# ---- block 1 ----
**Block 1: placed standard cells**

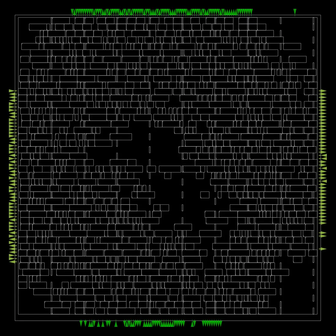

**src/rtl/vliw_writeback_stage.sv**
```systemverilog
`default_nettype none
// ============================================================================
// Module   : vliw_writeback_stage
// Purpose  : Final stage of the two-slot (ALU + MEM) VLIW datapath. Accepts one
//            executed bundle per cycle and parks bundles whose MEM slot is a
//            load until the data-memory response arrives. Both slot results
//            are then committed to the register file in a single cycle, and
//            same-destination conflicts are resolved in favour of the MEM slot.
// Ports    : clk, reset                 - clock, synchronous active-high reset
//            in_valid / in_ready        - bundle handshake from execute
//            in_alu_* / in_mem_*        - executed bundle contents
//            mem_rsp_valid/_data        - data-memory load response
//            mem_regWrite/_rd/_writeData - register-file MEM write port
//            alu_regWrite/_rd/_writeData - register-file ALU write port
//            load_err                   - sticky load-timeout flag
//            conflict_cnt               - ALU writes dropped on rd conflict
//            retired_cnt                - committed bundles (wraps)
// Revision : 1.0 - initial release
// ============================================================================
module vliw_writeback_stage #(
    parameter int DATA_W       = 32,
    parameter int REG_AW       = 3,
    parameter int LOAD_TIMEOUT = 16,
    parameter int CNT_W        = 16
) (
    input  logic              clk,
    input  logic              reset,

    input  logic              in_valid,
    output logic              in_ready,
    input  logic              in_alu_wen,
    input  logic [REG_AW-1:0] in_alu_rd,
    input  logic [DATA_W-1:0] in_alu_result,
    input  logic              in_mem_wen,
    input  logic              in_mem_isLoad,
    input  logic [REG_AW-1:0] in_mem_rd,
    input  logic [DATA_W-1:0] in_mem_result,

    input  logic              mem_rsp_valid,
    input  logic [DATA_W-1:0] mem_rsp_data,

    output logic              mem_regWrite,
    output logic [REG_AW-1:0] mem_rd,
    output logic [DATA_W-1:0] mem_writeData,
    output logic              alu_regWrite,
    output logic [REG_AW-1:0] alu_rd,
    output logic [DATA_W-1:0] alu_writeData,

    output logic              load_err,
    output logic [CNT_W-1:0]  conflict_cnt,
    output logic [31:0]       retired_cnt
);

    // Wait counter must be at least one bit wide even when LOAD_TIMEOUT == 1.
    localparam int                WAIT_W    = (LOAD_TIMEOUT > 1) ? $clog2(LOAD_TIMEOUT) : 1;
    localparam logic [WAIT_W-1:0] WAIT_LAST = WAIT_W'(LOAD_TIMEOUT - 1);
    localparam logic [CNT_W-1:0]  CNT_MAX   = {CNT_W{1'b1}};

    typedef enum logic [1:0] {
        S_IDLE   = 2'd0,
        S_WAIT   = 2'd1,
        S_COMMIT = 2'd2
    } state_t;

    state_t              r_state;
    state_t              w_state_nxt;
    logic                r_in_ready;

    // Hold registers for the bundle currently owned by the stage.
    logic                r_h_alu_wen;
    logic [REG_AW-1:0]   r_h_alu_rd;
    logic [DATA_W-1:0]   r_h_alu_data;
    logic                r_h_mem_wen;
    logic [REG_AW-1:0]   r_h_mem_rd;
    logic [DATA_W-1:0]   r_h_mem_data;
    logic [WAIT_W-1:0]   r_wait_cnt;

    logic                w_accept;
    logic                w_in_is_load;
    logic                w_in_wait;
    logic                w_timeout;

    // Values that will be driven on the write ports during the next cycle.
    logic                w_fire;
    logic                w_alu_wen;
    logic [REG_AW-1:0]   w_alu_rd;
    logic [DATA_W-1:0]   w_alu_data;
    logic                w_mem_wen;
    logic [REG_AW-1:0]   w_mem_rd;
    logic [DATA_W-1:0]   w_mem_data;
    logic                w_conflict;

    assign in_ready     = r_in_ready;
    assign w_accept     = in_valid & r_in_ready;
    assign w_in_is_load = in_mem_wen & in_mem_isLoad;
    assign w_in_wait    = (r_state == S_WAIT);
    // A response arriving on the final wait cycle still wins over the timeout.
    assign w_timeout    = w_in_wait & ~mem_rsp_valid & (r_wait_cnt == WAIT_LAST);

    // ------------------------------------------------------------------------
    // Commit source selection: a parked load (response or timeout) or a
    // freshly accepted non-load bundle that bypasses the hold registers.
    // ------------------------------------------------------------------------
    always_comb begin
        w_fire     = 1'b0;
        w_alu_wen  = r_h_alu_wen;
        w_alu_rd   = r_h_alu_rd;
        w_alu_data = r_h_alu_data;
        w_mem_wen  = r_h_mem_wen;
        w_mem_rd   = r_h_mem_rd;
        w_mem_data = r_h_mem_data;

        if (w_in_wait) begin
            if (mem_rsp_valid) begin
                w_fire     = 1'b1;
                w_mem_data = mem_rsp_data;
            end else if (w_timeout) begin
                // Abandoned load: the ALU slot still retires, the MEM slot is dropped.
                w_fire     = 1'b1;
                w_mem_wen  = 1'b0;
            end
        end else if (w_accept && !w_in_is_load) begin
            w_fire     = 1'b1;
            w_alu_wen  = in_alu_wen;
            w_alu_rd   = in_alu_rd;
            w_alu_data = in_alu_result;
            w_mem_wen  = in_mem_wen;
            w_mem_rd   = in_mem_rd;
            w_mem_data = in_mem_result;
        end

        // A suppressed MEM write has w_mem_wen=0, so it never counts as a conflict.
        w_conflict = w_mem_wen & w_alu_wen & (w_mem_rd == w_alu_rd);
    end

    // ------------------------------------------------------------------------
    // Next-state logic.
    // ------------------------------------------------------------------------
    always_comb begin
        w_state_nxt = r_state;
        case (r_state)
            S_IDLE, S_COMMIT: begin
                if (w_accept) begin
                    w_state_nxt = w_in_is_load ? S_WAIT : S_COMMIT;
                end else begin
                    w_state_nxt = S_IDLE;
                end
            end
            S_WAIT: begin
                if (mem_rsp_valid || w_timeout) begin
                    w_state_nxt = S_COMMIT;
                end
            end
            default: w_state_nxt = S_IDLE;
        endcase
    end

    // ------------------------------------------------------------------------
    // State, hold registers, registered write ports and status counters.
    // ------------------------------------------------------------------------
    always_ff @(posedge clk) begin
        if (reset) begin
            r_state       <= S_IDLE;
            r_in_ready    <= 1'b1;
            r_h_alu_wen   <= 1'b0;
            r_h_alu_rd    <= '0;
            r_h_alu_data  <= '0;
            r_h_mem_wen   <= 1'b0;
            r_h_mem_rd    <= '0;
            r_h_mem_data  <= '0;
            r_wait_cnt    <= '0;
            mem_regWrite  <= 1'b0;
            mem_rd        <= '0;
            mem_writeData <= '0;
            alu_regWrite  <= 1'b0;
            alu_rd        <= '0;
            alu_writeData <= '0;
            load_err      <= 1'b0;
            conflict_cnt  <= '0;
            retired_cnt   <= '0;
        end else begin
            r_state    <= w_state_nxt;
            r_in_ready <= (w_state_nxt != S_WAIT);

            if (w_accept) begin
                r_h_alu_wen  <= in_alu_wen;
                r_h_alu_rd   <= in_alu_rd;
                r_h_alu_data <= in_alu_result;
                r_h_mem_wen  <= in_mem_wen;
                r_h_mem_rd   <= in_mem_rd;
                r_h_mem_data <= in_mem_result;
                r_wait_cnt   <= '0;
            end else if (w_in_wait) begin
                r_wait_cnt   <= r_wait_cnt + WAIT_W'(1);
            end

            if (w_fire) begin
                mem_regWrite  <= w_mem_wen;
                mem_rd        <= w_mem_rd;
                mem_writeData <= w_mem_data;
                alu_regWrite  <= w_alu_wen & ~w_conflict;
                alu_rd        <= w_alu_rd;
                alu_writeData <= w_alu_data;
                retired_cnt   <= retired_cnt + 32'd1;
                if (w_conflict && (conflict_cnt != CNT_MAX)) begin
                    conflict_cnt <= conflict_cnt + CNT_W'(1);
                end
            end else begin
                // Indices and data hold their last values between commits.
                mem_regWrite  <= 1'b0;
                alu_regWrite  <= 1'b0;
            end

            if (w_timeout) begin
                load_err <= 1'b1;
            end
        end
    end

endmodule
`default_nettype wire
```
**config.mk**
```make
export PLATFORM = sky130hd
export DESIGN_NAME = vliw_writeback_stage
export DESIGN_NICKNAME = d
export VERILOG_FILES = /design/src/rtl/vliw_writeback_stage.sv
export SDC_FILE = /design/constraint.sdc
export NUM_CORES = 1
export LEC_CHECK = 0
export ABC_CLOCK_PERIOD_IN_PS = 4400
export CORE_UTILIZATION = 52
export DETAILED_ROUTE_END_ITERATION = 8
export PLACE_DENSITY = 0.94
export SETUP_SLACK_MARGIN = 0.2
export SYNTH_ARGS = -nofsm -noshare
export SYNTH_HDL_FRONTEND = slang
export SYNTH_SLANG_ARGS = --single-unit
```
**constraint.sdc**
```tcl
create_clock -name clk -period 4.4 [get_ports clk]
set_input_delay 0.44 -clock clk [delete_from_list [all_inputs] [get_ports clk]]
set_output_delay 0.44 -clock clk [all_outputs]
set_load 0.005 [all_outputs]
```
# ---- block 2 ----
==> src/rtl/output_spike_recorder.sv <==
// Output spike recorder: stamps output-layer spikes with a 6-bit timestep
// counter and queues them in a first-word-fall-through FIFO for readout.
// Optional per-neuron saturating spike counters are built only when the
// macro SPIKE_COUNTERS_EN is defined.
module output_spike_recorder #(
  parameter int DEPTH = 8
) (
  input  logic       system_clock,
  input  logic       reset,
  input  logic       enable,
  input  logic       delay_clk,
  input  logic [1:0] output_spikes,
  input  logic       clear,
  input  logic       rd_en,
  output logic [7:0] event_data,
  output logic       event_valid,
  output logic [4:0] fifo_count,
  output logic       overflow,
  output logic [7:0] spike_count_0,
  output logic [7:0] spike_count_1
);

  localparam int AW = $clog2(DEPTH);

  logic [7:0]    mem [DEPTH];
  logic [AW-1:0] wr_ptr;
  logic [AW-1:0] rd_ptr;
  logic [4:0]    count;
  logic          delay_clk_q;
  logic [5:0]    timestamp;
  logic          tick;
  logic          fire;
  logic          push_req;
  logic          empty;
  logic          full;
  logic          pop;
  logic          push;
  logic          drop;

  // Tick detection and FIFO push/pop arbitration.
  always_comb begin
    tick     = delay_clk & ~delay_clk_q;
    fire     = tick & enable;
    push_req = fire & (output_spikes != 2'b00);
    empty    = (count == '0);
    full     = (count == 5'(DEPTH));
    pop      = rd_en & ~empty;
    // A full FIFO still accepts a push when the head leaves in the same cycle.
    push     = push_req & (~full | pop);
    drop     = push_req & full & ~pop;
  end

  // Delayed copy of the timestep clock for rising-edge detection.
  always_ff @(posedge system_clock) begin
    if (!reset) delay_clk_q <= 1'b0;
    else        delay_clk_q <= delay_clk;
  end

  // Timestep counter, advancing once per enabled tick and wrapping at 63.
  always_ff @(posedge system_clock) begin
    if (!reset || clear) timestamp <= '0;
    else if (fire)       timestamp <= timestamp + 6'd1;
  end

  // FIFO pointers, occupancy and sticky overflow flag.
  always_ff @(posedge system_clock) begin
    if (!reset || clear) begin
      wr_ptr   <= '0;
      rd_ptr   <= '0;
      count    <= '0;
      overflow <= 1'b0;
    end else begin
      if (push) wr_ptr <= wr_ptr + 1'b1;
      if (pop)  rd_ptr <= rd_ptr + 1'b1;
      case ({push, pop})
        2'b10:   count <= count + 5'd1;
        2'b01:   count <= count - 5'd1;
        default: count <= count;
      endcase
      if (drop) overflow <= 1'b1;
    end
  end

  // FIFO storage write; contents need no reset because occupancy gates reads.
  always_ff @(posedge system_clock) begin
    if (push && reset && !clear) mem[wr_ptr] <= {output_spikes, timestamp};
  end

  // First-word-fall-through head presentation.
  always_comb begin
    event_valid = ~empty;
    event_data  = empty ? 8'h00 : mem[rd_ptr];
    fifo_count  = count;
  end

`ifdef SPIKE_COUNTERS_EN
  // Per-neuron spike totals, saturating at 255, independent of FIFO state.
  always_ff @(posedge system_clock) begin
    if (!reset || clear) begin
      spike_count_0 <= '0;
      spike_count_1 <= '0;
    end else if (fire) begin
      if (output_spikes[0] && spike_count_0 != 8'hFF) spike_count_0 <= spike_count_0 + 8'd1;
      if (output_spikes[1] && spike_count_1 != 8'hFF) spike_count_1 <= spike_count_1 + 8'd1;
    end
  end
`else
  assign spike_count_0 = '0;
  assign spike_count_1 = '0;
`endif

endmodule
==> config.mk <==
export PLATFORM = sky130hd
export DESIGN_NAME = output_spike_recorder
export DESIGN_NICKNAME = d
export VERILOG_FILES = /design/src/rtl/output_spike_recorder.sv
export SDC_FILE = /design/constraint.sdc
export NUM_CORES = 1
export LEC_CHECK = 0
export CAP_MARGIN = 20
export CORE_MARGIN = 8
export CORE_UTILIZATION = 56
export CTS_BUF_LIST = sky130_fd_sc_hd__clkbuf_16
export DETAILED_ROUTE_END_ITERATION = 8
export PLACE_DENSITY_LB_ADDON = 0.12
export SLEW_MARGIN = 20
export SYNTH_ARGS = -nofsm -noshare
export SYNTH_HDL_FRONTEND = slang
export SYNTH_SLANG_ARGS = --single-unit
==> constraint.sdc <==
create_clock -name system_clock -period 3.8 [get_ports system_clock]
set_clock_uncertainty 0.1 [all_clocks]
set_input_delay 0.38 -clock system_clock [delete_from_list [all_inputs] [get_ports system_clock]]
set_output_delay 0.38 -clock system_clock [all_outputs]
set_load 0.005 [all_outputs]
**Block 2: placed cells, one color a class**

Fill, decap, tap and diode cells in gray.
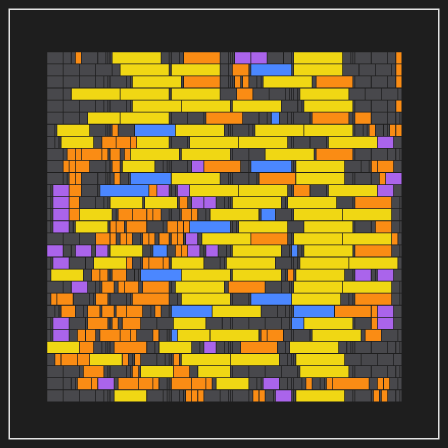
- remaining logic cells: orange (cells 146; share of their area 28%)
- registers: yellow (cells 86; share of their area 57%)
- remaining buffers and delay cells: purple (cells 32; share of their area 7.2%)
- clock drivers and dummy loads: blue (cells 16; share of their area 7.1%)

**Block 2: close-up of the layout**

Bar = 20 um. Window x 0 to 50, y 0 to 50 um. Cells in gray, sequential cells in the stronger gray; small squares are vias.
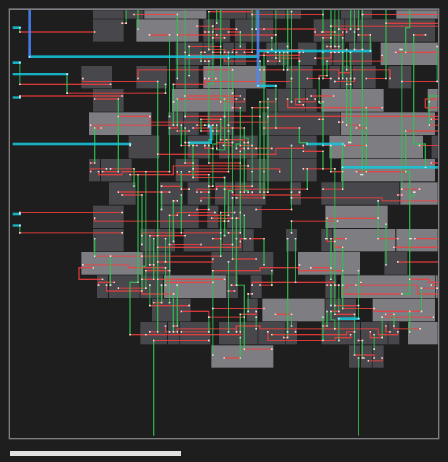
- M2: green
- M1: red
- M4: blue
- M3: cyan
- most frequent: nor2_1 (20), dfxtp_1 (13), clkdlybuf4s50_1 (8)
- netlist names of flops here include: fifo_count (5), mem (5), rd_ptr (3)
- cells with their middle in the window: 105
- sequential cells in the window: 18

==> qor.json, block 2 <==
{
  "status": {"value": "complete, no violations"},
  "final_layout_top_logic_cells": {"value": "sky130_fd_sc_hd__edfxtp_1, sky130_fd_sc_hd__nor2_1, sky130_fd_sc_hd__dfxtp_1, sky130_fd_sc_hd__clkdlybuf4s50_1"},
  "netlist.top_cell.by_instances": {"value": "sky130_fd_sc_hd__edfxtp_1"},
  "floorplan.initialDensity": {"value": 57.4, "unit": "%"},
  "cts_tree": {"value": "done"},
  "period_used_share": {"value": 80.4, "unit": "%"},
  "critical_path_peak_fanout": {"value": 7},
  "kind_of_end_point_of_the_critical_path": {"value": "register"},
  "min_path_cells": {"value": 2},
  "dp_slack": {"value": 0.514, "unit": "ns"},
  "drt_iter0_markers": {"value": 97},
  "post-cts-setup-buffers": {"value": 0},
  "holdPathEnd": {"value": "overflow"},
  "tightestPinTransition": {"value": 0.790, "unit": "ns"},
  "cts_hold_buffers": {"value": 0},
  "dp_hpwl": {"value": 4150, "unit": "um"}
}
**Block 1: wire density map**

Bar = 50 um. 26 x 26 tiles, from black (low) to pale yellow (high), scaled to the fullest tile. Values are wire area over tile area, all layers added.
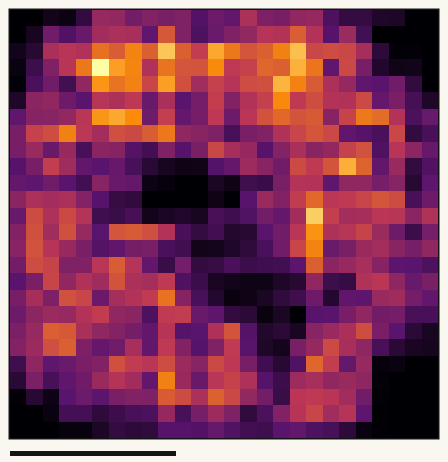
- fullest tile: 0.67
- tiles over half the peak: 21%
- emptiest ninth of the die: middle

## Picture notes: 'placed standard cells' of block 1
core utilization of the finished layout: 72.0%
Seq cells: 200
Placeable Area: 15,800 sq um
well-tap cell count: 216

==> qor.json, block 1 <==
{
  "layout.clock_buffers": {"value": 18},
  "synth.top_cell.area_share": {"value": 47.8, "unit": "%"},
  "cell_area_after_technology_mapping": {"value": 8370, "unit": "sq um"},
  "synth_simple_gate_area_share": {"value": 20.1, "unit": "%"},
  "grt_overflow": {"value": 0},
  "number_of_input_and_output_port_buffers_inserted": {"value": 230},
  "status": {"value": "complete, no violations"},
  "power_switching_share": {"value": 24.8, "unit": "%"},
  "synth_chip_area": {"value": 8370, "unit": "sq um"},
  "detailroute.via_count": {"value": 7997},
  "dp.cells": {"value": 1373},
  "slew_viol_final": {"value": 0},
  "clk_path_buf_depth": {"value": 2},
  "netlist.top_cell.by_instances": {"value": "sky130_fd_sc_hd__dfxtp_1"},
  "wl": {"value": 22800, "unit": "um"},
  "crit-reg2reg-capture": {"value": "conflict_cnt[14]"},
  "share_clk_of_total_power": {"value": 38.8, "unit": "%"},
  "postPlaceCellArea": {"value": 10800, "unit": "sq um"},
  "enable_flop_cells": {"value": 0},
  "comb_cells": {"value": 706},
  "critPathCapture": {"value": "conflict_cnt[14]"}
}


==> notes/layouts.md <==
Pictures saved along the way, in no particular order.

Register map, names as in the netlist.
image #1
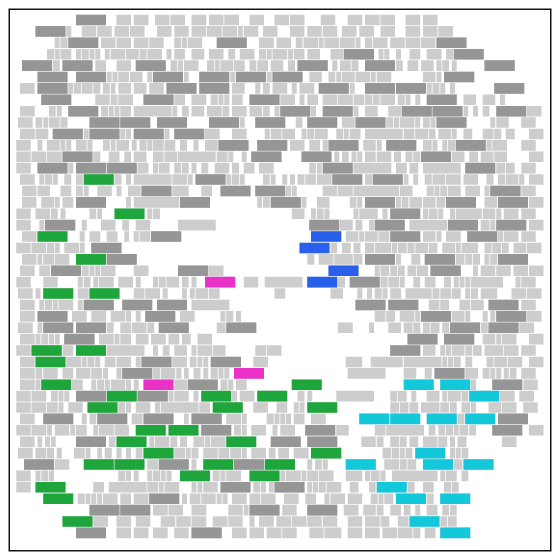
image #2
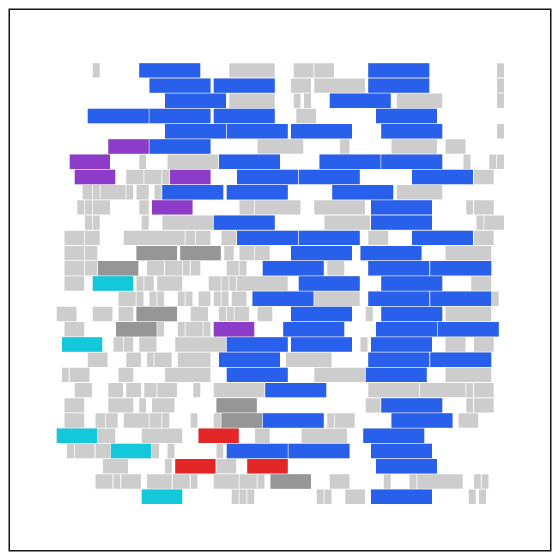
| picture | from |
|---|---|
| image #1 | block 1 |
| image #2 | block 2 |

Key to image #2:
- rd_ptr: red (sequential cells 3)
- mem: blue (sequential cells 64)
- fifo_count: cyan (sequential cells 5; where bottom left)
- timestamp: purple (sequential cells 6)
- not colored: 8

